==================== cell_msg_endpoint
<file path="config.mk">
export PLATFORM = sky130hd
export DESIGN_NAME = cell_msg_endpoint
export DESIGN_NICKNAME = d
export VERILOG_FILES = /design/src/rtl/cell_msg_pkg.sv /design/src/rtl/cell_msg_endpoint_mine_map.sv /design/src/rtl/cell_msg_endpoint.sv
export SDC_FILE = /design/constraint.sdc
export NUM_CORES = 1
export LEC_CHECK = 0
export CAP_MARGIN = 20
export CORE_UTILIZATION = 35
export DETAILED_ROUTE_END_ITERATION = 8
export GPL_TIMING_DRIVEN = 0
export PLACE_DENSITY = 0.62
export SYNTH_ARGS = -nofsm -noshare
export SYNTH_HDL_FRONTEND = slang
export SYNTH_HIERARCHICAL = 1
export SYNTH_SLANG_ARGS = --single-unit
</file>
<file path="constraint.sdc">
create_clock -name clk -period 4.21 [get_ports clk]
set_input_delay 0.6315 -clock clk [delete_from_list [all_inputs] [get_ports clk]]
set_output_delay 0.6315 -clock clk [all_outputs]
set_load 0.01 [all_outputs]
</file>
<file path="src/rtl/cell_msg_pkg.sv">
// Shared definitions for the cell message interface.
// Contents: message width and field offsets, opcodes and response codes,
// the endpoint FSM state type, and the neighbour-offset table used by the scan.
package cell_msg_pkg;

  localparam int unsigned AW_DEFAULT = 4;
  localparam int unsigned STATUS_W   = 4;
  localparam int unsigned ST_LSB     = 0;
  localparam int unsigned J_LSB      = 5;

  // Message layout is {i, 1'b0, j, 1'b0, status[3:0]}
  function automatic int unsigned msg_w(input int unsigned aw);
    return 2 * (aw + 1) + 4;
  endfunction

  function automatic int unsigned i_lsb(input int unsigned aw);
    return aw + 6;
  endfunction

  localparam int unsigned MSG_W_DEFAULT = 2 * (AW_DEFAULT + 1) + 4;
  localparam logic [MSG_W_DEFAULT-1:0] MSG_IDLE_DEFAULT = '1;

  localparam logic [3:0] OP_REVEAL    = 4'h0;
  localparam logic [3:0] RSP_MINE     = 4'h9;
  localparam logic [3:0] OP_SET_MINE  = 4'hA;
  localparam logic [3:0] OP_CLR_MINE  = 4'hB;
  localparam logic [3:0] OP_CLEAR_ALL = 4'hC;
  localparam logic [3:0] RSP_CLEARED  = 4'hD;
  localparam logic [3:0] RSP_ERROR    = 4'hE;
  localparam logic [3:0] OP_IDLE      = 4'hF;

  typedef enum logic [2:0] {
    S_IDLE,
    S_DECODE,
    S_SCAN,
    S_REPLY,
    S_TXDROP
  } state_e;

  // Row offset of neighbour idx: 0-2 above, 3-4 same row, 5-7 below
  function automatic logic signed [1:0] nb_di(input logic [2:0] idx);
    if (idx < 3'd3)      return -2'sd1;
    else if (idx < 3'd5) return 2'sd0;
    else                 return 2'sd1;
  endfunction

  // Column offset of neighbour idx
  function automatic logic signed [1:0] nb_dj(input logic [2:0] idx);
    case (idx)
      3'd0, 3'd3, 3'd5: return -2'sd1;
      3'd1, 3'd6:       return 2'sd0;
      default:          return 2'sd1;
    endcase
  endfunction

endpackage

</file>
<file path="src/rtl/cell_msg_endpoint_mine_map.sv">
// N x N mine bitmap.
// Ports: clk, rst (sync, active-high), single-bit write port (we/wdata/wi/wj),
// clr_i synchronous clear-all, two combinational read ports (ri0/rj0 -> rd0,
// ri1/rj1 -> rd1). Out-of-range reads return 0; out-of-range writes are dropped.
module cell_msg_endpoint_mine_map #(
  parameter int unsigned N  = 16,
  parameter int unsigned AW = 4
) (
  input  logic          clk,
  input  logic          rst,
  input  logic          we_i,
  input  logic          wdata_i,
  input  logic [AW-1:0] wi_i,
  input  logic [AW-1:0] wj_i,
  input  logic          clr_i,
  input  logic [AW-1:0] ri0_i,
  input  logic [AW-1:0] rj0_i,
  output logic          rd0_o,
  input  logic [AW-1:0] ri1_i,
  input  logic [AW-1:0] rj1_i,
  output logic          rd1_o
);

  logic [N-1:0] map_q [N];

  logic wr_in, rd0_in, rd1_in;
  assign wr_in  = (32'(wi_i) < N) && (32'(wj_i) < N);
  assign rd0_in = (32'(ri0_i) < N) && (32'(rj0_i) < N);
  assign rd1_in = (32'(ri1_i) < N) && (32'(rj1_i) < N);

  assign rd0_o = rd0_in ? map_q[ri0_i][rj0_i] : 1'b0;
  assign rd1_o = rd1_in ? map_q[ri1_i][rj1_i] : 1'b0;

  // Clear-all has priority over the single-bit write
  always_ff @(posedge clk) begin
    if (rst || clr_i) begin
      for (int r = 0; r < int'(N); r++) map_q[r] <= '0;
    end else if (we_i && wr_in) begin
      map_q[wi_i][wj_i] <= wdata_i;
    end
  end

endmodule

</file>
<file path="src/rtl/cell_msg_endpoint.sv">
// Grid-side responder on the cell message interface.
// Ports: clk, rst (sync, active-high); rxmessage/ack_rxmessage command channel
// (four-phase, buffer initiates); txmessage/ack_txmessage reply channel
// (four-phase). All-ones on either message bus means "no message".
module cell_msg_endpoint
  import cell_msg_pkg::*;
#(
  parameter  int unsigned N          = 16,
  parameter  int unsigned ADDR_WIDTH = 4,
  localparam int unsigned MSG_W      = 2 * (ADDR_WIDTH + 1) + 4
) (
  input  logic             clk,
  input  logic             rst,
  input  logic [MSG_W-1:0] rxmessage,
  output logic             ack_rxmessage,
  output logic [MSG_W-1:0] txmessage,
  input  logic             ack_txmessage
);

  localparam int unsigned AW    = ADDR_WIDTH;
  localparam int unsigned CW    = AW + 2;
  localparam int unsigned I_LSB = i_lsb(AW);
  localparam logic [MSG_W-1:0] IDLE_MSG = '1;

  state_e           state_q, state_d;
  logic [AW-1:0]    i_q, i_d, j_q, j_d;
  logic [3:0]       op_q, op_d, cnt_q, cnt_d, res_q, res_d, cnt_sum;
  logic [2:0]       idx_q, idx_d;
  logic             ack_rx_q, ack_rx_d;
  logic [MSG_W-1:0] tx_q, tx_d;

  logic map_we, map_wdata, map_clr, centre_mine, nb_mine;

  // Pad bits of an incoming command carry no information
  logic unused_pad;
  assign unused_pad = rxmessage[J_LSB-1] ^ rxmessage[I_LSB-1];

  logic in_range;
  assign in_range = (32'(i_q) < N) && (32'(j_q) < N);

  // Current neighbour coordinate, widened and signed so off-grid is detectable
  logic signed [CW-1:0] di_ext, dj_ext, ni, nj;
  logic                 nb_on_grid;
  assign di_ext     = CW'(nb_di(idx_q));
  assign dj_ext     = CW'(nb_dj(idx_q));
  assign ni         = $signed({2'b00, i_q}) + di_ext;
  assign nj         = $signed({2'b00, j_q}) + dj_ext;
  assign nb_on_grid = !ni[CW-1] && !nj[CW-1] &&
                      (ni < $signed(CW'(N))) && (nj < $signed(CW'(N)));

  cell_msg_endpoint_mine_map #(.N(N), .AW(AW)) u_map (
    .clk     (clk),
    .rst     (rst),
    .we_i    (map_we),
    .wdata_i (map_wdata),
    .wi_i    (i_q),
    .wj_i    (j_q),
    .clr_i   (map_clr),
    .ri0_i   (i_q),
    .rj0_i   (j_q),
    .rd0_o   (centre_mine),
    .ri1_i   (ni[AW-1:0]),
    .rj1_i   (nj[AW-1:0]),
    .rd1_o   (nb_mine)
  );

  // State and datapath registers
  always_ff @(posedge clk) begin
    if (rst) begin
      state_q  <= S_IDLE;
      i_q      <= '0;
      j_q      <= '0;
      op_q     <= '0;
      cnt_q    <= '0;
      idx_q    <= '0;
      res_q    <= '0;
      ack_rx_q <= 1'b0;
      tx_q     <= IDLE_MSG;
    end else begin
      state_q  <= state_d;
      i_q      <= i_d;
      j_q      <= j_d;
      op_q     <= op_d;
      cnt_q    <= cnt_d;
      idx_q    <= idx_d;
      res_q    <= res_d;
      ack_rx_q <= ack_rx_d;
      tx_q     <= tx_d;
    end
  end

  // Next-state, map control and reply formation
  always_comb begin
    state_d   = state_q;
    i_d       = i_q;
    j_d       = j_q;
    op_d      = op_q;
    cnt_d     = cnt_q;
    idx_d     = idx_q;
    res_d     = res_q;
    ack_rx_d  = ack_rx_q;
    tx_d      = tx_q;
    map_we    = 1'b0;
    map_wdata = 1'b0;
    map_clr   = 1'b0;
    cnt_sum   = cnt_q + 4'(nb_on_grid & nb_mine);

    // Rx acknowledge drops as soon as the initiator withdraws, in any state
    if (rxmessage == IDLE_MSG) ack_rx_d = 1'b0;

    case (state_q)
      S_IDLE: begin
        tx_d = IDLE_MSG;
        if (!ack_rx_q && (rxmessage != IDLE_MSG)) begin
          i_d      = rxmessage[I_LSB +: AW];
          j_d      = rxmessage[J_LSB +: AW];
          op_d     = rxmessage[ST_LSB +: STATUS_W];
          ack_rx_d = 1'b1;
          state_d  = S_DECODE;
        end
      end
      S_DECODE: begin
        res_d   = RSP_ERROR;
        state_d = S_REPLY;
        if (op_q == OP_CLEAR_ALL) begin
          map_clr = 1'b1;
          res_d   = RSP_CLEARED;
        end else if (in_range) begin
          case (op_q)
            OP_REVEAL: begin
              cnt_d   = '0;
              idx_d   = '0;
              state_d = S_SCAN;
            end
            OP_SET_MINE: begin
              map_we    = 1'b1;
              map_wdata = 1'b1;
              state_d   = S_IDLE;
            end
            OP_CLR_MINE: begin
              map_we  = 1'b1;
              state_d = S_IDLE;
            end
            default: ;
          endcase
        end
      end
      S_SCAN: begin
        cnt_d = cnt_sum;
        idx_d = idx_q + 3'd1;
        if (idx_q == 3'd7) begin
          res_d   = centre_mine ? RSP_MINE : cnt_sum;
          state_d = S_REPLY;
        end
      end
      S_REPLY: begin
        tx_d = {i_q, 1'b0, j_q, 1'b0, res_q};
        // Only leave once the reply has actually been on the bus
        if (ack_txmessage && (tx_q != IDLE_MSG)) state_d = S_TXDROP;
      end
      S_TXDROP: begin
        tx_d = IDLE_MSG;
        if (!ack_txmessage) state_d = S_IDLE;
      end
      default: state_d = S_IDLE;
    endcase
  end

  assign ack_rxmessage = ack_rx_q;
  assign txmessage     = tx_q;

endmodule
</file>
==================== bit_sd_mod_flat
File: src/rtl/bit_sd_mod_if.sv
// Sample handshake bundle for the sigma-delta modulator: the producer drives
// inValid/dataIn and the modulator returns inReady.
interface bit_sd_mod_if #(
  parameter int IN_WIDTH = 16
);
  logic                inValid;
  logic                inReady;
  logic [IN_WIDTH-1:0] dataIn;

  modport master (output inValid, output dataIn, input inReady);
  modport slave  (input inValid, input dataIn, output inReady);
endinterface

File: src/rtl/bit_sd_mod.sv
// First-order sigma-delta modulator: multi-bit sample in, 1-bit density out, one registered step per en.
// One-deep pending buffer; inReady drops while it is full and rises the cycle after a boundary empties it.
module bit_sd_mod #(
  parameter int IN_WIDTH = 16,
  parameter int OSR_BITS = 6
) (
  input  logic          clk,
  input  logic          rst_n,
  input  logic          en,
  bit_sd_mod_if.slave   in_if,
  output logic          dataOut,
  output logic          underrun
);

  logic [IN_WIDTH-1:0] pending;
  logic                pendValid;
  logic [IN_WIDTH-1:0] active;
  logic [IN_WIDTH-1:0] acc;
  logic [OSR_BITS-1:0] cnt;
  logic [IN_WIDTH:0]   sum;
  logic                boundary;
  logic                xfer;

  assign in_if.inReady = !pendValid;
  assign xfer          = in_if.inValid && !pendValid;
  assign boundary      = en && (cnt == '1);
  assign sum           = {1'b0, acc} + {1'b0, active};

  always_ff @(posedge clk or negedge rst_n) begin
    if (!rst_n) begin
      pending   <= '0;
      pendValid <= 1'b0;
      active    <= '0;
      acc       <= '0;
      cnt       <= '0;
      dataOut   <= 1'b0;
      underrun  <= 1'b0;
    end else begin
      // A transfer never coincides with a consuming boundary: inReady was low.
      if (xfer) begin
        pending   <= in_if.dataIn;
        pendValid <= 1'b1;
      end else if (boundary && pendValid) begin
        pendValid <= 1'b0;
      end

      if (boundary && pendValid) begin
        active <= pending;
      end

      underrun <= boundary && !pendValid;

      // The accumulator carries across boundaries, so quantisation error is never reset.
      if (en) begin
        acc     <= sum[IN_WIDTH-1:0];
        dataOut <= sum[IN_WIDTH];
        cnt     <= cnt + 1'b1;
      end
    end
  end

endmodule

File: src/flat_wrapper.sv
// flat-port wrapper written by rule: the top's interface ports become plain ports
module bit_sd_mod_flat 
#(
  parameter int IN_WIDTH = 16,
  parameter int OSR_BITS = 6
)
  (clk, rst_n, en, dataOut, underrun, in_if_inValid, in_if_dataIn, in_if_inReady);
  bit_sd_mod_if #(.IN_WIDTH(IN_WIDTH)) in_if_i ();
  input  logic clk;
  input  logic rst_n;
  input  logic en;
  output logic dataOut;
  output logic underrun;
  input wire logic [$bits(in_if_i.inValid)-1:0] in_if_inValid;
  input wire logic [$bits(in_if_i.dataIn)-1:0] in_if_dataIn;
  output wire logic [$bits(in_if_i.inReady)-1:0] in_if_inReady;
  assign in_if_i.inValid = in_if_inValid;
  assign in_if_i.dataIn = in_if_dataIn;
  assign in_if_inReady = in_if_i.inReady;
  bit_sd_mod #(.IN_WIDTH(IN_WIDTH), .OSR_BITS(OSR_BITS)) u_core (.clk(clk), .rst_n(rst_n), .en(en), .in_if(in_if_i), .dataOut(dataOut), .underrun(underrun));
endmodule
File: config.mk
export PLATFORM = sky130hd
export DESIGN_NAME = bit_sd_mod_flat
export DESIGN_NICKNAME = d
export VERILOG_FILES = /design/src/rtl/bit_sd_mod_if.sv /design/src/rtl/bit_sd_mod.sv /design/src/flat_wrapper.sv
export SDC_FILE = /design/constraint.sdc
export NUM_CORES = 1
export LEC_CHECK = 0
export ABC_AREA = 1
export CORE_MARGIN = 2
export CORE_UTILIZATION = 37
export CTS_BUF_LIST = sky130_fd_sc_hd__clkbuf_16
export CTS_CLUSTER_SIZE = 20
export DETAILED_ROUTE_END_ITERATION = 10
export PLACE_DENSITY_LB_ADDON = 0.2
export SETUP_SLACK_MARGIN = 0.3
export SYNTH_ARGS = -nofsm -noshare
export SYNTH_HDL_FRONTEND = slang
export SYNTH_SLANG_ARGS = --single-unit
File: constraint.sdc
create_clock -name clk -period 2.05 [get_ports clk]
set_input_delay 0.5125 -clock clk [delete_from_list [all_inputs] [get_ports clk]]
set_output_delay 0.5125 -clock clk [all_outputs]
set_load 0.05 [all_outputs]
==================== ifetch_queue_bp_flat
<file path="src/rtl/ifetch_queue_bp_if.sv">
// ============================================================================
// ifetch_queue_bp_if
// Memory, decoder, flush and branch-update signals for the fetch unit.
// Revision: 1.0
// ============================================================================
`default_nettype none

interface ifetch_queue_bp_if;
  // memory controller side
  logic        mem_req_o;
  logic [31:0] mem_addr_o;
  logic        mem_done_i;
  logic [31:0] mem_instr_i;
  // decoder side
  logic        dec_valid_o;
  logic [31:0] dec_instr_o;
  logic [31:0] dec_pc_o;
  logic        dec_pred_o;
  logic        dec_ready_i;
  // ROB side
  logic        flush_i;
  logic [31:0] flush_pc_i;
  logic        bht_upd_i;
  logic [31:0] bht_upd_pc_i;
  logic        bht_upd_tk_i;

  // master: the fetch unit
  modport master (
    output mem_req_o, mem_addr_o,
    input  mem_done_i, mem_instr_i,
    output dec_valid_o, dec_instr_o, dec_pc_o, dec_pred_o,
    input  dec_ready_i,
    input  flush_i, flush_pc_i,
    input  bht_upd_i, bht_upd_pc_i, bht_upd_tk_i
  );

  // slave: memory controller, decoder and ROB seen as one environment
  modport slave (
    input  mem_req_o, mem_addr_o,
    output mem_done_i, mem_instr_i,
    input  dec_valid_o, dec_instr_o, dec_pc_o, dec_pred_o,
    output dec_ready_i,
    output flush_i, flush_pc_i,
    output bht_upd_i, bht_upd_pc_i, bht_upd_tk_i
  );
endinterface

`default_nettype wire

</file>
<file path="src/rtl/ifetch_queue_bp.sv">
// ============================================================================
// ifetch_queue_bp
// Instruction fetch: direct-mapped I-cache, fetch queue to the decoder,
// static JAL redirect and 2-bit bimodal prediction for conditional branches.
// Revision: 1.0
// ============================================================================
`default_nettype none

module ifetch_queue_bp #(
  parameter int ICACHE_IDX_W = 5,
  parameter int FQ_DEPTH_W   = 3,
  parameter int BHT_IDX_W    = 6
) (
  input  wire logic        clk,
  input  wire logic        rst,
  input  wire logic        rdy,
  ifetch_queue_bp_if.master bus
);

  localparam int FQ_DEPTH = 1 << FQ_DEPTH_W;
  localparam int IC_LINES = 1 << ICACHE_IDX_W;
  localparam int BHT_N    = 1 << BHT_IDX_W;
  localparam int TAG_W    = 30 - ICACHE_IDX_W;
  localparam logic [FQ_DEPTH_W:0] FQ_FULL = (FQ_DEPTH_W+1)'(FQ_DEPTH);
  localparam logic [6:0] OP_JAL = 7'b1101111;
  localparam logic [6:0] OP_BR  = 7'b1100011;

  typedef enum logic [1:0] {IDLE, WAIT_MEM, DRAIN} state_t;

  state_t      state, state_nx;
  logic [31:0] pc, pc_nx;
  logic        mem_req, mem_req_nx;
  logic [31:0] mem_addr, mem_addr_nx;

  // fetch queue
  logic [31:0]           q_instr [FQ_DEPTH];
  logic [31:0]           q_pc    [FQ_DEPTH];
  logic [FQ_DEPTH-1:0]   q_pred;
  logic [FQ_DEPTH_W-1:0] head, tail;
  logic [FQ_DEPTH_W:0]   count;

  // I-cache and branch history
  logic [IC_LINES-1:0]   ic_valid;
  logic [TAG_W-1:0]      ic_tag  [IC_LINES];
  logic [31:0]           ic_data [IC_LINES];
  logic [1:0]            bht     [BHT_N];

  logic [ICACHE_IDX_W-1:0] ic_idx, fill_idx;
  logic [BHT_IDX_W-1:0]    bht_idx, upd_idx;
  logic                    ic_hit;
  logic [31:0]             fetch_word, j_imm, b_imm, next_pc;
  logic                    next_pred;
  logic [1:0]              bht_ctr;
  logic                    push, pop, fill, q_clear;
  logic                    unused_bits;

  assign ic_idx   = pc[ICACHE_IDX_W+1:2];
  assign fill_idx = mem_addr[ICACHE_IDX_W+1:2];
  assign bht_idx  = pc[BHT_IDX_W+1:2];
  assign upd_idx  = bus.bht_upd_pc_i[BHT_IDX_W+1:2];
  assign ic_hit   = ic_valid[ic_idx] && (ic_tag[ic_idx] == pc[31:ICACHE_IDX_W+2]);
  assign unused_bits = &{1'b0, bus.bht_upd_pc_i[31:BHT_IDX_W+2], bus.bht_upd_pc_i[1:0]};

  // Decode the word being fetched this cycle (cache on hits, memory on fills) into next PC / prediction
  always_comb begin
    fetch_word = (state == IDLE) ? ic_data[ic_idx] : bus.mem_instr_i;
    j_imm = {{11{fetch_word[31]}}, fetch_word[31], fetch_word[19:12],
             fetch_word[20], fetch_word[30:21], 1'b0};
    b_imm = {{19{fetch_word[31]}}, fetch_word[31], fetch_word[7],
             fetch_word[30:25], fetch_word[11:8], 1'b0};
    bht_ctr   = bht[bht_idx];
    next_pc   = pc + 32'd4;
    next_pred = 1'b0;
    if (fetch_word[6:0] == OP_JAL) begin
      next_pc   = pc + j_imm;
      next_pred = 1'b1;
    end else if ((fetch_word[6:0] == OP_BR) && bht_ctr[1]) begin
      next_pc   = pc + b_imm;
      next_pred = 1'b1;
    end
  end

  // Fetch FSM next-state logic: flush overrides normal fetch; DRAIN swallows a stale response
  always_comb begin
    state_nx    = state;
    pc_nx       = pc;
    mem_req_nx  = 1'b0;
    mem_addr_nx = mem_addr;
    push        = 1'b0;
    fill        = 1'b0;
    q_clear     = 1'b0;
    pop         = (count != '0) && bus.dec_ready_i;
    if (bus.flush_i) begin
      pc_nx   = bus.flush_pc_i;
      q_clear = 1'b1;
      pop     = 1'b0;
      if (state != IDLE) begin
        if (bus.mem_done_i) begin
          fill     = 1'b1;
          state_nx = IDLE;
        end else begin
          state_nx = DRAIN;
        end
      end
    end else begin
      case (state)
        IDLE: begin
          if (count < FQ_FULL) begin
            if (ic_hit) begin
              push  = 1'b1;
              pc_nx = next_pc;
            end else begin
              mem_req_nx  = 1'b1;
              mem_addr_nx = pc;
              state_nx    = WAIT_MEM;
            end
          end
        end
        WAIT_MEM: begin
          if (bus.mem_done_i) begin
            fill     = 1'b1;
            push     = 1'b1;
            pc_nx    = next_pc;
            state_nx = IDLE;
          end
        end
        DRAIN: begin
          if (bus.mem_done_i) begin
            fill     = 1'b1;
            state_nx = IDLE;
          end
        end
        default: state_nx = IDLE;
      endcase
    end
  end

  // FSM, PC and memory request registers; rdy low freezes everything
  always_ff @(posedge clk) begin
    if (rst) begin
      state    <= IDLE;
      pc       <= '0;
      mem_req  <= 1'b0;
      mem_addr <= '0;
    end else if (rdy) begin
      state    <= state_nx;
      pc       <= pc_nx;
      mem_req  <= mem_req_nx;
      mem_addr <= mem_addr_nx;
    end
  end

  // Circular fetch queue; entry storage needs no reset since count gates visibility
  always_ff @(posedge clk) begin
    if (rst) begin
      head  <= '0;
      tail  <= '0;
      count <= '0;
    end else if (rdy) begin
      if (q_clear) begin
        head  <= '0;
        tail  <= '0;
        count <= '0;
      end else begin
        if (push) begin
          q_instr[tail] <= fetch_word;
          q_pc[tail]    <= pc;
          q_pred[tail]  <= next_pred;
          tail          <= tail + 1'b1;
        end
        if (pop) begin
          head <= head + 1'b1;
        end
        case ({push, pop})
          2'b10:   count <= count + 1'b1;
          2'b01:   count <= count - 1'b1;
          default: count <= count;
        endcase
      end
    end
  end

  // I-cache line fill from the returning memory word, indexed by the held request address
  always_ff @(posedge clk) begin
    if (rst) begin
      ic_valid <= '0;
    end else if (rdy && fill) begin
      ic_valid[fill_idx] <= 1'b1;
      ic_tag[fill_idx]   <= mem_addr[31:ICACHE_IDX_W+2];
      ic_data[fill_idx]  <= bus.mem_instr_i;
    end
  end

  // Bimodal counters: saturating update on branch commit; lookups this cycle see the old value
  always_ff @(posedge clk) begin
    if (rst) begin
      for (int i = 0; i < BHT_N; i++) begin
        bht[i] <= 2'b01;
      end
    end else if (rdy && bus.bht_upd_i) begin
      if (bus.bht_upd_tk_i) begin
        if (bht[upd_idx] != 2'b11) bht[upd_idx] <= bht[upd_idx] + 2'b01;
      end else begin
        if (bht[upd_idx] != 2'b00) bht[upd_idx] <= bht[upd_idx] - 2'b01;
      end
    end
  end

  assign bus.mem_req_o   = mem_req;
  assign bus.mem_addr_o  = mem_addr;
  assign bus.dec_valid_o = (count != '0);
  assign bus.dec_instr_o = bus.dec_valid_o ? q_instr[head] : 32'd0;
  assign bus.dec_pc_o    = bus.dec_valid_o ? q_pc[head]    : 32'd0;
  assign bus.dec_pred_o  = bus.dec_valid_o ? q_pred[head]  : 1'b0;

endmodule

`default_nettype wire

</file>
<file path="src/flat_wrapper.sv">
// flat-port wrapper written by rule: the top's interface ports become plain ports
module ifetch_queue_bp_flat 
#(
  parameter int ICACHE_IDX_W = 5,
  parameter int FQ_DEPTH_W   = 3,
  parameter int BHT_IDX_W    = 6
)
  (clk, rst, rdy, bus_mem_req_o, bus_mem_addr_o, bus_mem_done_i, bus_mem_instr_i, bus_dec_valid_o, bus_dec_instr_o, bus_dec_pc_o, bus_dec_pred_o, bus_dec_ready_i, bus_flush_i, bus_flush_pc_i, bus_bht_upd_i, bus_bht_upd_pc_i, bus_bht_upd_tk_i);
  ifetch_queue_bp_if bus_i ();
  input  wire logic clk;
  input  wire logic rst;
  input  wire logic rdy;
  output wire logic [$bits(bus_i.mem_req_o)-1:0] bus_mem_req_o;
  output wire logic [$bits(bus_i.mem_addr_o)-1:0] bus_mem_addr_o;
  input wire logic [$bits(bus_i.mem_done_i)-1:0] bus_mem_done_i;
  input wire logic [$bits(bus_i.mem_instr_i)-1:0] bus_mem_instr_i;
  output wire logic [$bits(bus_i.dec_valid_o)-1:0] bus_dec_valid_o;
  output wire logic [$bits(bus_i.dec_instr_o)-1:0] bus_dec_instr_o;
  output wire logic [$bits(bus_i.dec_pc_o)-1:0] bus_dec_pc_o;
  output wire logic [$bits(bus_i.dec_pred_o)-1:0] bus_dec_pred_o;
  input wire logic [$bits(bus_i.dec_ready_i)-1:0] bus_dec_ready_i;
  input wire logic [$bits(bus_i.flush_i)-1:0] bus_flush_i;
  input wire logic [$bits(bus_i.flush_pc_i)-1:0] bus_flush_pc_i;
  input wire logic [$bits(bus_i.bht_upd_i)-1:0] bus_bht_upd_i;
  input wire logic [$bits(bus_i.bht_upd_pc_i)-1:0] bus_bht_upd_pc_i;
  input wire logic [$bits(bus_i.bht_upd_tk_i)-1:0] bus_bht_upd_tk_i;
  assign bus_mem_req_o = bus_i.mem_req_o;
  assign bus_mem_addr_o = bus_i.mem_addr_o;
  assign bus_i.mem_done_i = bus_mem_done_i;
  assign bus_i.mem_instr_i = bus_mem_instr_i;
  assign bus_dec_valid_o = bus_i.dec_valid_o;
  assign bus_dec_instr_o = bus_i.dec_instr_o;
  assign bus_dec_pc_o = bus_i.dec_pc_o;
  assign bus_dec_pred_o = bus_i.dec_pred_o;
  assign bus_i.dec_ready_i = bus_dec_ready_i;
  assign bus_i.flush_i = bus_flush_i;
  assign bus_i.flush_pc_i = bus_flush_pc_i;
  assign bus_i.bht_upd_i = bus_bht_upd_i;
  assign bus_i.bht_upd_pc_i = bus_bht_upd_pc_i;
  assign bus_i.bht_upd_tk_i = bus_bht_upd_tk_i;
  ifetch_queue_bp #(.ICACHE_IDX_W(ICACHE_IDX_W), .FQ_DEPTH_W(FQ_DEPTH_W), .BHT_IDX_W(BHT_IDX_W)) u_core (.clk(clk), .rst(rst), .rdy(rdy), .bus(bus_i));
endmodule
</file>
<file path="config.mk">
export PLATFORM = sky130hd
export DESIGN_NAME = ifetch_queue_bp_flat
export DESIGN_NICKNAME = d
export VERILOG_FILES = /design/src/rtl/ifetch_queue_bp_if.sv /design/src/rtl/ifetch_queue_bp.sv /design/src/flat_wrapper.sv
export SDC_FILE = /design/constraint.sdc
export NUM_CORES = 2
export LEC_CHECK = 0
export ABC_AREA = 1
export CAP_MARGIN = 20
export CORE_ASPECT_RATIO = 0.9
export CORE_MARGIN = 8
export CORE_UTILIZATION = 50
export DETAILED_ROUTE_END_ITERATION = 6
export MAX_ROUTING_LAYER = met4
export PLACE_DENSITY = 0.72
export SLEW_MARGIN = 0
export SYNTH_ARGS = -nofsm -noshare
export SYNTH_HDL_FRONTEND = slang
export SYNTH_SLANG_ARGS = --single-unit
</file>
<file path="constraint.sdc">
create_clock -name clk -period 22.8 [get_ports clk]
set_input_delay 5.7 -clock clk [delete_from_list [all_inputs] [get_ports clk]]
set_output_delay 5.7 -clock clk [all_outputs]
set_load 0.01 [all_outputs]
</file>
==================== uart_tx_queue
### config.mk
export PLATFORM = sky130hd
export DESIGN_NAME = uart_tx_queue
export DESIGN_NICKNAME = d
export VERILOG_FILES = /design/src/rtl/uart_tx_queue.sv
export SDC_FILE = /design/constraint.sdc
export NUM_CORES = 1
export LEC_CHECK = 0
export ABC_CLOCK_PERIOD_IN_PS = 4500
export CORE_AREA = 10 10 110 112
export DETAILED_ROUTE_END_ITERATION = 10
export DIE_AREA = 0 0 120 122
export HOLD_SLACK_MARGIN = 0.15
export PLACE_DENSITY = 0.81
export SYNTH_ARGS = -nofsm -noshare
export SYNTH_HDL_FRONTEND = slang
export SYNTH_SLANG_ARGS = --single-unit
### constraint.sdc
create_clock -name clk -period 4.5 [get_ports clk]
set_input_delay 0.9 -clock clk [delete_from_list [all_inputs] [get_ports clk]]
set_output_delay 0.9 -clock clk [all_outputs]
set_load 0.05 [all_outputs]
### src/rtl/uart_tx_queue.sv
// Byte FIFO feeding the UART transmitter: buffers up to DEPTH bytes and launches one
// frame at a time via start_trigger. Define UART_TXQ_FLUSH_EN to add the flush input.
module uart_tx_queue #(
    parameter int DEPTH = 16,
    parameter int AW    = 4
) (
    input  logic          clk,
    input  logic          rst,
    input  logic          wr_en,
    input  logic [7:0]    wr_data,
    output logic          full,
    output logic          empty,
    output logic [AW:0]   count,
    output logic          overflow,
    input  logic          clr_ovf,
`ifdef UART_TXQ_FLUSH_EN
    input  logic          flush,
`endif
    input  logic          tx_busy,
    output logic          start_trigger,
    output logic [7:0]    tx_data
);

    typedef enum logic [1:0] {IDLE, WAIT_BUSY, WAIT_DONE} state_t;

    localparam logic [AW-1:0] PTR_ONE  = {{(AW-1){1'b0}}, 1'b1};
    localparam logic [AW:0]   CNT_ONE  = {{AW{1'b0}}, 1'b1};
    localparam logic [AW:0]   CNT_FULL = {1'b1, {AW{1'b0}}};

    state_t        state, state_nxt;
    logic [7:0]    mem [DEPTH];
    logic [AW-1:0] wr_ptr, rd_ptr;
    logic [AW:0]   count_nxt;
    logic          push, pop, drop, do_flush;

`ifdef UART_TXQ_FLUSH_EN
    assign do_flush = flush;
`else
    assign do_flush = 1'b0;
`endif

    // flush takes priority over a same-cycle push; a dropped push still flags overflow
    assign push = wr_en && !full && !do_flush;
    assign drop = wr_en && full;

    always_comb begin
        state_nxt = state;
        pop       = 1'b0;
        case (state)
            IDLE: begin
                if (!empty && !tx_busy && !do_flush) begin
                    pop       = 1'b1;
                    state_nxt = WAIT_BUSY;
                end
            end
            WAIT_BUSY: if (tx_busy)  state_nxt = WAIT_DONE;
            WAIT_DONE: if (!tx_busy) state_nxt = IDLE;
            default:   state_nxt = IDLE;
        endcase
    end

    always_comb begin
        count_nxt = count;
        if (push && !pop)
            count_nxt = count + CNT_ONE;
        else if (pop && !push)
            count_nxt = count - CNT_ONE;
    end

    always_ff @(posedge clk or negedge rst) begin
        if (!rst) begin
            state         <= IDLE;
            wr_ptr        <= '0;
            rd_ptr        <= '0;
            count         <= '0;
            full          <= 1'b0;
            empty         <= 1'b1;
            overflow      <= 1'b0;
            start_trigger <= 1'b0;
            tx_data       <= 8'h00;
        end else begin
            state         <= state_nxt;
            start_trigger <= pop;
            if (pop)
                tx_data <= mem[rd_ptr];
            if (clr_ovf)
                overflow <= 1'b0;
            else if (drop)
                overflow <= 1'b1;
            if (do_flush) begin
                wr_ptr <= '0;
                rd_ptr <= '0;
                count  <= '0;
                full   <= 1'b0;
                empty  <= 1'b1;
            end else begin
                if (push) wr_ptr <= wr_ptr + PTR_ONE;
                if (pop)  rd_ptr <= rd_ptr + PTR_ONE;
                count <= count_nxt;
                full  <= (count_nxt == CNT_FULL);
                empty <= (count_nxt == '0);
            end
        end
    end

    // storage needs no reset; entries are only read after being written
    always_ff @(posedge clk) begin
        if (push)
            mem[wr_ptr] <= wr_data;
    end

endmodule

Fig. 1: ifetch_queue_bp_flat, clock network drawn from the DEF
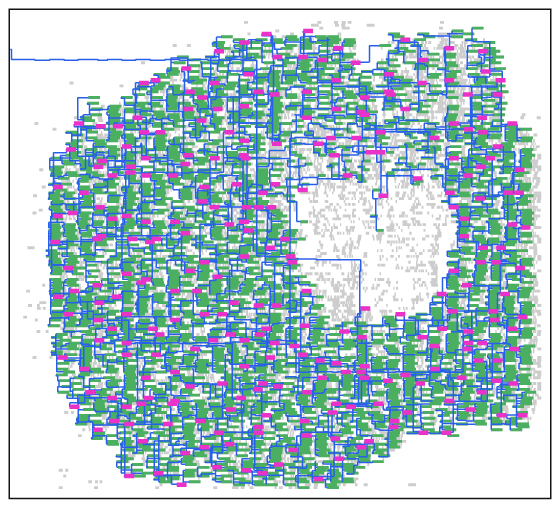
Green stands for flip-flops, count 2590. Blue stands for clock wires, length 28.5 mm. Magenta stands for cells driving clock nets, count 279.
Position of the flops: spread over the die.
worst clock skew: 0.0693 ns
clk latency late pin: 0.94 ns
Clock Power: 4.26 mW

==> summary.txt, ifetch_queue_bp_flat <==
This note records the results obtained with Yosys and OpenROAD.

Finish
The cell group occupying the most layout area is sequential cells. Non-clock buffers in the final layout number 408. Once layout is done, the placed cells without fillers occupy roughly 0.12 mm2.

In the final layout, flip-flops and latches take up a little over three fifths of the cell area.

Synth
For reference, the top logic cell family by area is simple AND/OR/NAND/NOR gates. After synthesis, the most frequently instantiated cells are sky130_fd_sc_hd__edfxtp_1 (2472), sky130_fd_sc_hd__nand2_1 (1962), sky130_fd_sc_hd__nand3_1 (1168), sky130_fd_sc_hd__nor2_1 (1155), sky130_fd_sc_hd__o21ai_0 (891). Synthesis produced approximately 9600 cells.

Dividing the synthesized area by the synthesized cell count gives 11.4 um2.

CTS
Buffers inserted to repair hold after CTS numbered 0.

Timing
The final layout reports a setup TNS of 0 ns.

Critical path
The arrival time at the worst endpoint is approximately 4.3 ns. At the worst endpoint, the required time is about 17 ns. The cell at the slowest stage of the critical path is sky130_fd_sc_hd__dfxtp_4.

Routing
The routed length on met1 is 125 mm.

Run status
The flow ran to the end, and the final reports show no timing, DRC or antenna violations.

Placement
The final weighted congestion of routability-driven global placement is 0.942.

Power and ir drop
Looking at the group totals, the largest power group turns out to be registers.
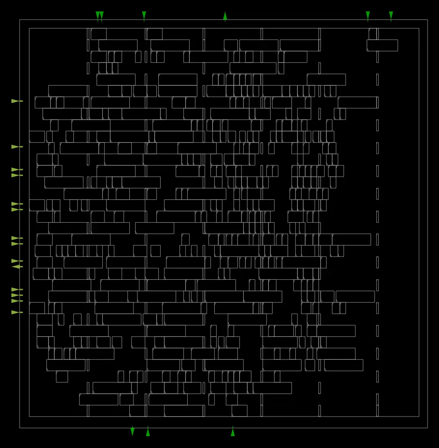
Fig. 2. Placed standard cells (bit_sd_mod_flat).
final core area utilization: 46.3%
share of the final layout cell area in sequential cells: 35.9%
Placeable Area: 0.00859 mm2
number of cells in the finished layout apart from fillers: 539
fill cell instance count of the final layout: 860

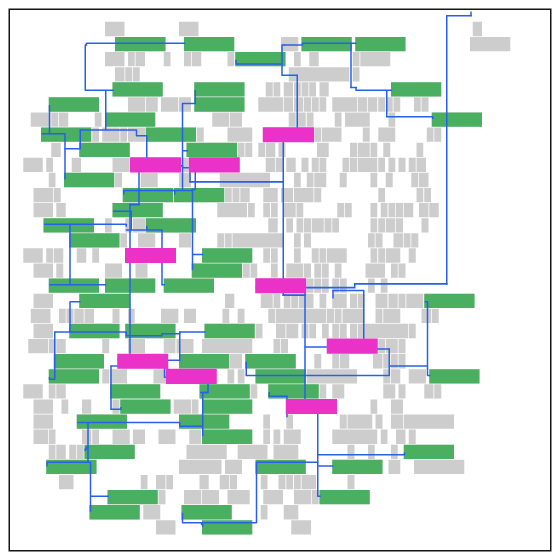
Fig. 3. Clock network drawn from the DEF (bit_sd_mod_flat).
Blue stands for clock wires, length 805 um. Magenta stands for cells driving clock nets, count 9. Green stands for flip-flops, count 57.
There are 10 routed clock nets.
clk latency late pin: 0.32 ns
Clock Power: 1.38 mW
Clk pwr share: 34.2%
worst clock skew: 0.00413 ns

==> summary.txt, bit_sd_mod_flat <==
This note records the results obtained with Yosys and OpenROAD.

Run status
The run finished with clean final reports.

Global route
Global routing consumed, on the met3 layer, ~3.0% of the routing resources. The total congestion overflow is 0. Entering global routing, the biggest net connects roughly 58 pins.

Finish
After routing the design area is 0.00398 mm2. The multi-input combinational cell area is roughly 0.0016 mm2. The share of post-route cells with drive strength above 1 is approximately a fifth. The number of signal-net inverters in the final layout is between 50 and 60.

Timing
Once routing completed, OpenROAD measured the worst setup slack at between 0.3 and 0.4 ns.

Power and ir drop
Cell internal power was estimated by the tool at 2.80 mW. Of the total power, registers draw 40.6%.

Critical path
The worst setup path is launched from a flip-flop. STA classifies the critical path endpoint as a flip-flop. The cell at the slowest stage of the critical path is sky130_fd_sc_hd__dfrtp_1.

Routing
The average wire per cell in the routed design is between 10 and 15 um.

Placement
Routability-driven placement finished with a final weighted congestion of between 0.8 and 0.9.

Synth
In this run, distinct cell masters in the synthesized netlist total 31.
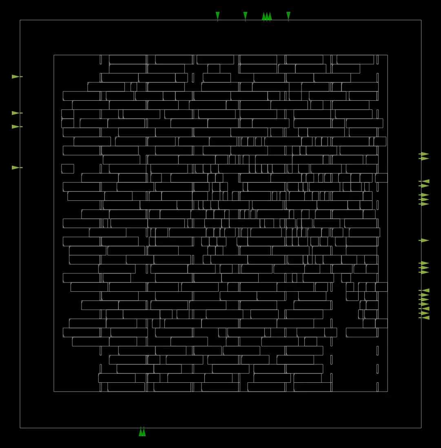
Fig. 4. Placed standard cells (uart_tx_queue).
share of the final layout cell area in sequential cells: 62.5%
final core area utilization: 72.0%

==> summary.txt, uart_tx_queue <==
This note records the results obtained with Yosys and OpenROAD.

Floorplanning
Before placement the cells fill 61.6% of the core. During I/O placement, the number of pins put on the boundary was 30. The core region is around 0.010 mm2.

Critical path
The endpoint identified for the worst register-to-register timing path is tx_data[7]. All stages included, the depth of the critical timing path comes to 1.

Power and ir drop
The static power due to leakage is around 2.5 nW. The share of total power consumed by net switching is between 30% and 40%. The power attributed to sequential cells is ~2.0 mW. The power after layout is just under 5 mW.

Finish
The multi-input combinational cell area is around 0.0016 mm2. The register with the most flip-flops in the layout has approximately 130 of them. The layout net count is roughly 390. The sequential cell count is approximately 160.

Min path
The type recorded for the worst min-delay path is reg2reg.

Placement
The post-placement cell area is approximately 0.0066 mm2.

Synth
The post-synthesis cell type with the largest combined area is sky130_fd_sc_hd__edfxtp_1. Yosys mapped a number of flops with a built-in enable equal to around 130. In the Yosys stats the netlist draws on 38 distinct library cells. The total cells reported by yosys after synthesis is ~330.

Routing
The total iterations of the first detailed-routing run is 4. The wire length on met3 is 688 um.

Timing
The final clock skew is approximately 0.0065 ns. The final hold violation count is 0. In this build the clock could be raised as far as ~350 MHz. The transition time at the pin with the least slew margin is between 1 and 1.5 ns.

Run status
The run finished with clean final reports.

CTS
Once the clock tree was built, the resizer swapped 0 gates to a different size. On the reported timing paths, the clock transition at the registers reads roughly 0.060 ns. TritonCTS built the clock tree.
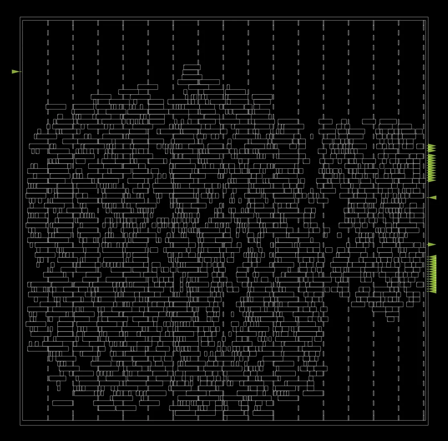
Fig. 5. Placed standard cells (cell_msg_endpoint).
fill cell instance count of the final layout: 4624
Rows: 81
final core area utilization: 42.2%

==> summary.txt, cell_msg_endpoint <==
This note records the results obtained with Yosys and OpenROAD.

Run status
The run finished, with violations left. The checks that failed: setup timing.

Synth
The yosys warning tally is 6. The commonest cells after synthesis are sky130_fd_sc_hd__nor2_1 (303), sky130_fd_sc_hd__o21ai_0 (274), sky130_fd_sc_hd__edfxtp_1 (256), sky130_fd_sc_hd__clkbuf_1 (136), sky130_fd_sc_hd__mux2i_1 (121). The number of distinct library cells after synthesis is approximately 70.

In the synthesis report, Yosys lists the chip area as around 0.017 mm2.

Power and ir drop
The sequential cell fraction of total power is between 20% and 30%.

Finish
Non-clock buffers make up under 10% of the layout cell area. The fraction of standard cell area in multi-input logic is 41.0%. The area of all placed cells without fillers is approximately 0.021 mm2.

Global route
The first global-routing pass estimated between 100 and 150 mm of wire.

Min path
The worst hold path passes through 2 cells.

Timing
From the final report, the count of setup violators was given as 8. On the final layout, the worst hold slack is around 0.47 ns. Once routing completed, OpenROAD measured the worst setup slack at -0.637 ns. The transition time recorded at the tightest slew-check pin is around 1.1 ns.

Critical path
The critical path startpoint category is a flip-flop. The highest cell delay on the worst timing path is 0.42 ns. Walking the critical path from launch to capture passes 25 cell instances. The worst register-to-register path ends at res_q[3]. In this design, the largest share of critical-path delay is due to AND-OR/OR-AND gates.

Floorplanning
In the floorplan report the effective utilization is a little over a third.

Routing
For this run, the detailed router reports a per-instance via density of 6.39.

CTS
The register clock-pin slew on the reported worst setup and hold paths is 0.05 ns.

==> gallery <==
Sequential cells colored by netlist name.
Other sequential cells in the stronger gray, the rest of the logic in the fainter gray.
picture 1
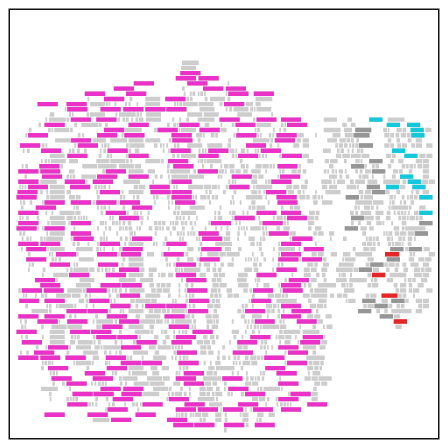
picture 2
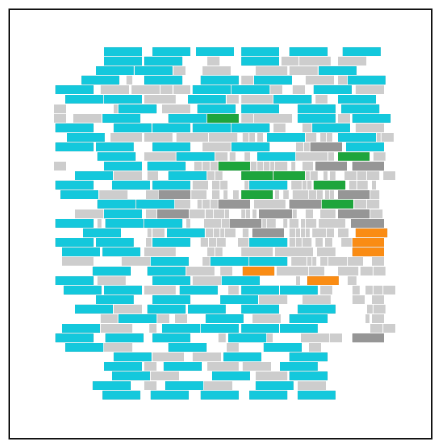
picture 3
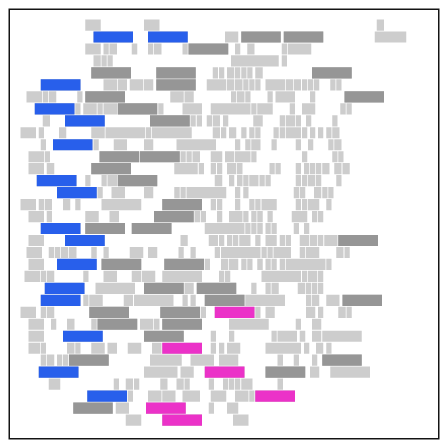
picture 4
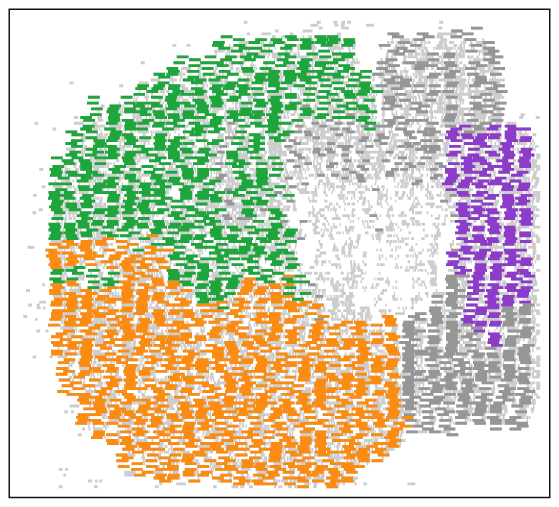
Picture 1 comes from cell_msg_endpoint.
Picture 2 comes from uart_tx_queue.
Picture 4 comes from ifetch_queue_bp_flat.
Picture 3 comes from bit_sd_mod_flat.

Key to picture 2:
Orange stands for `count`, sequential cells 5, where east. Cyan stands for `mem`, sequential cells 128. Green stands for `tx_data`, sequential cells 8.
Another 14 sequential cells are not colored.



## Gallery

The metal 4 layer.
Plate I
Scale bar: 20 um. Supply wires on this layer in gray.
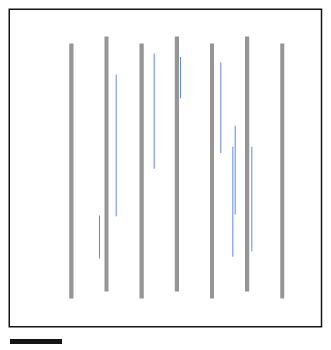
Plate II
Scale bar: 200 um. Supply wires on this layer in gray.
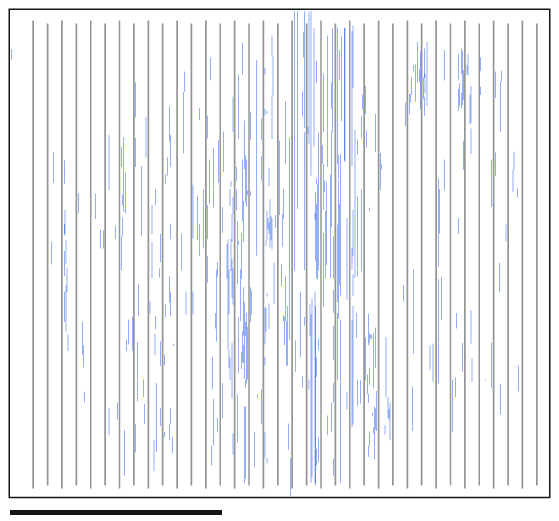
Plate III
Scale bar: 50 um. Supply wires on this layer in gray.
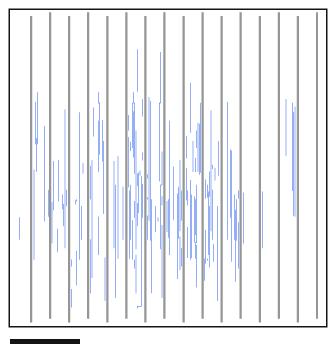
Plate I comes from uart_tx_queue.
Plate III comes from cell_msg_endpoint.
Plate II comes from ifetch_queue_bp_flat.

Key to Plate I:
The layer holds 2.4% of the routed length. The wires run mostly vertical. The longest straight run is 54.4 um. The layer carries 282 um of wire.


==> notes/layouts.md <==
Pictures saved along the way, in no particular order.

Signal metal coverage by tile.
panel A
Scale bar: 20 um. The die is cut into 24 by 24 equal tiles; dark purple is low, yellow is high, scaled to the fullest tile. Values are wire area over tile area, all layers added.
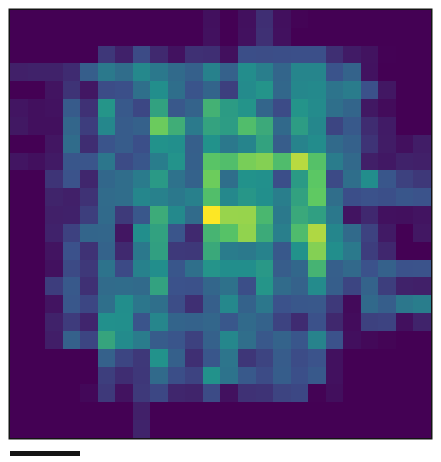
panel B
Scale bar: 200 um. The die is cut into 25 by 23 equal tiles; dark purple is low, yellow is high, scaled to the fullest tile. Values are wire area over tile area, all layers added.
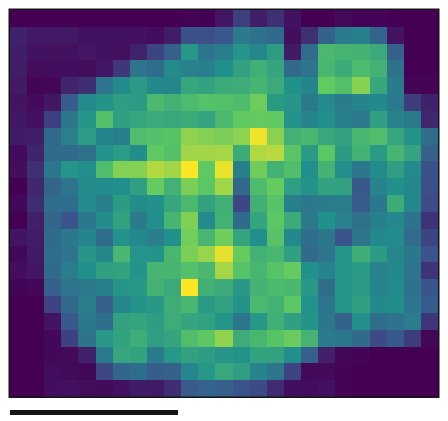
panel C
Scale bar: 20 um. The die is cut into 19 by 19 equal tiles; dark purple is low, yellow is high, scaled to the fullest tile. Values are wire area over tile area, all layers added.
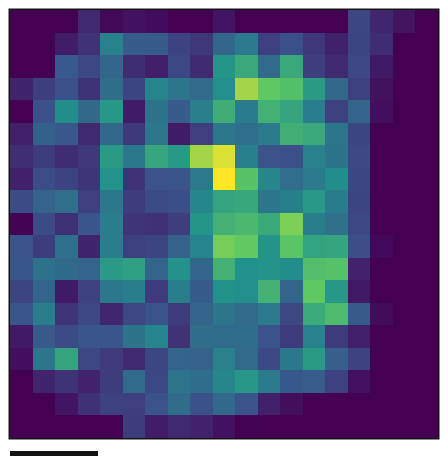
panel D
Scale bar: 50 um. The die is cut into 22 by 22 equal tiles; dark purple is low, yellow is high, scaled to the fullest tile. Values are wire area over tile area, all layers added.
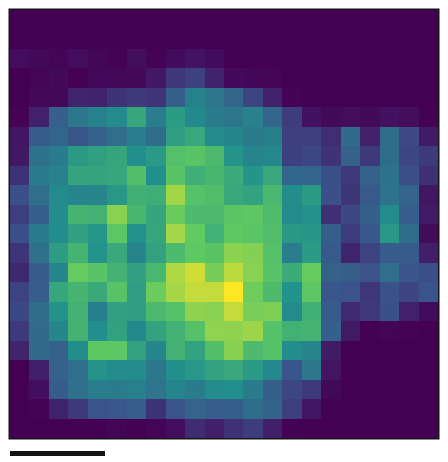
- panel A = uart_tx_queue
- panel B = ifetch_queue_bp_flat
- panel D = cell_msg_endpoint
- panel C = bit_sd_mod_flat
- largest die: panel B
- smallest die: panel C

Key to panel D:
28% of the tiles are over half the peak. The mean over all tiles is 0.26. The emptiest ninth of the die: north-east.

Power is estimated from default activity; no workload was simulated.
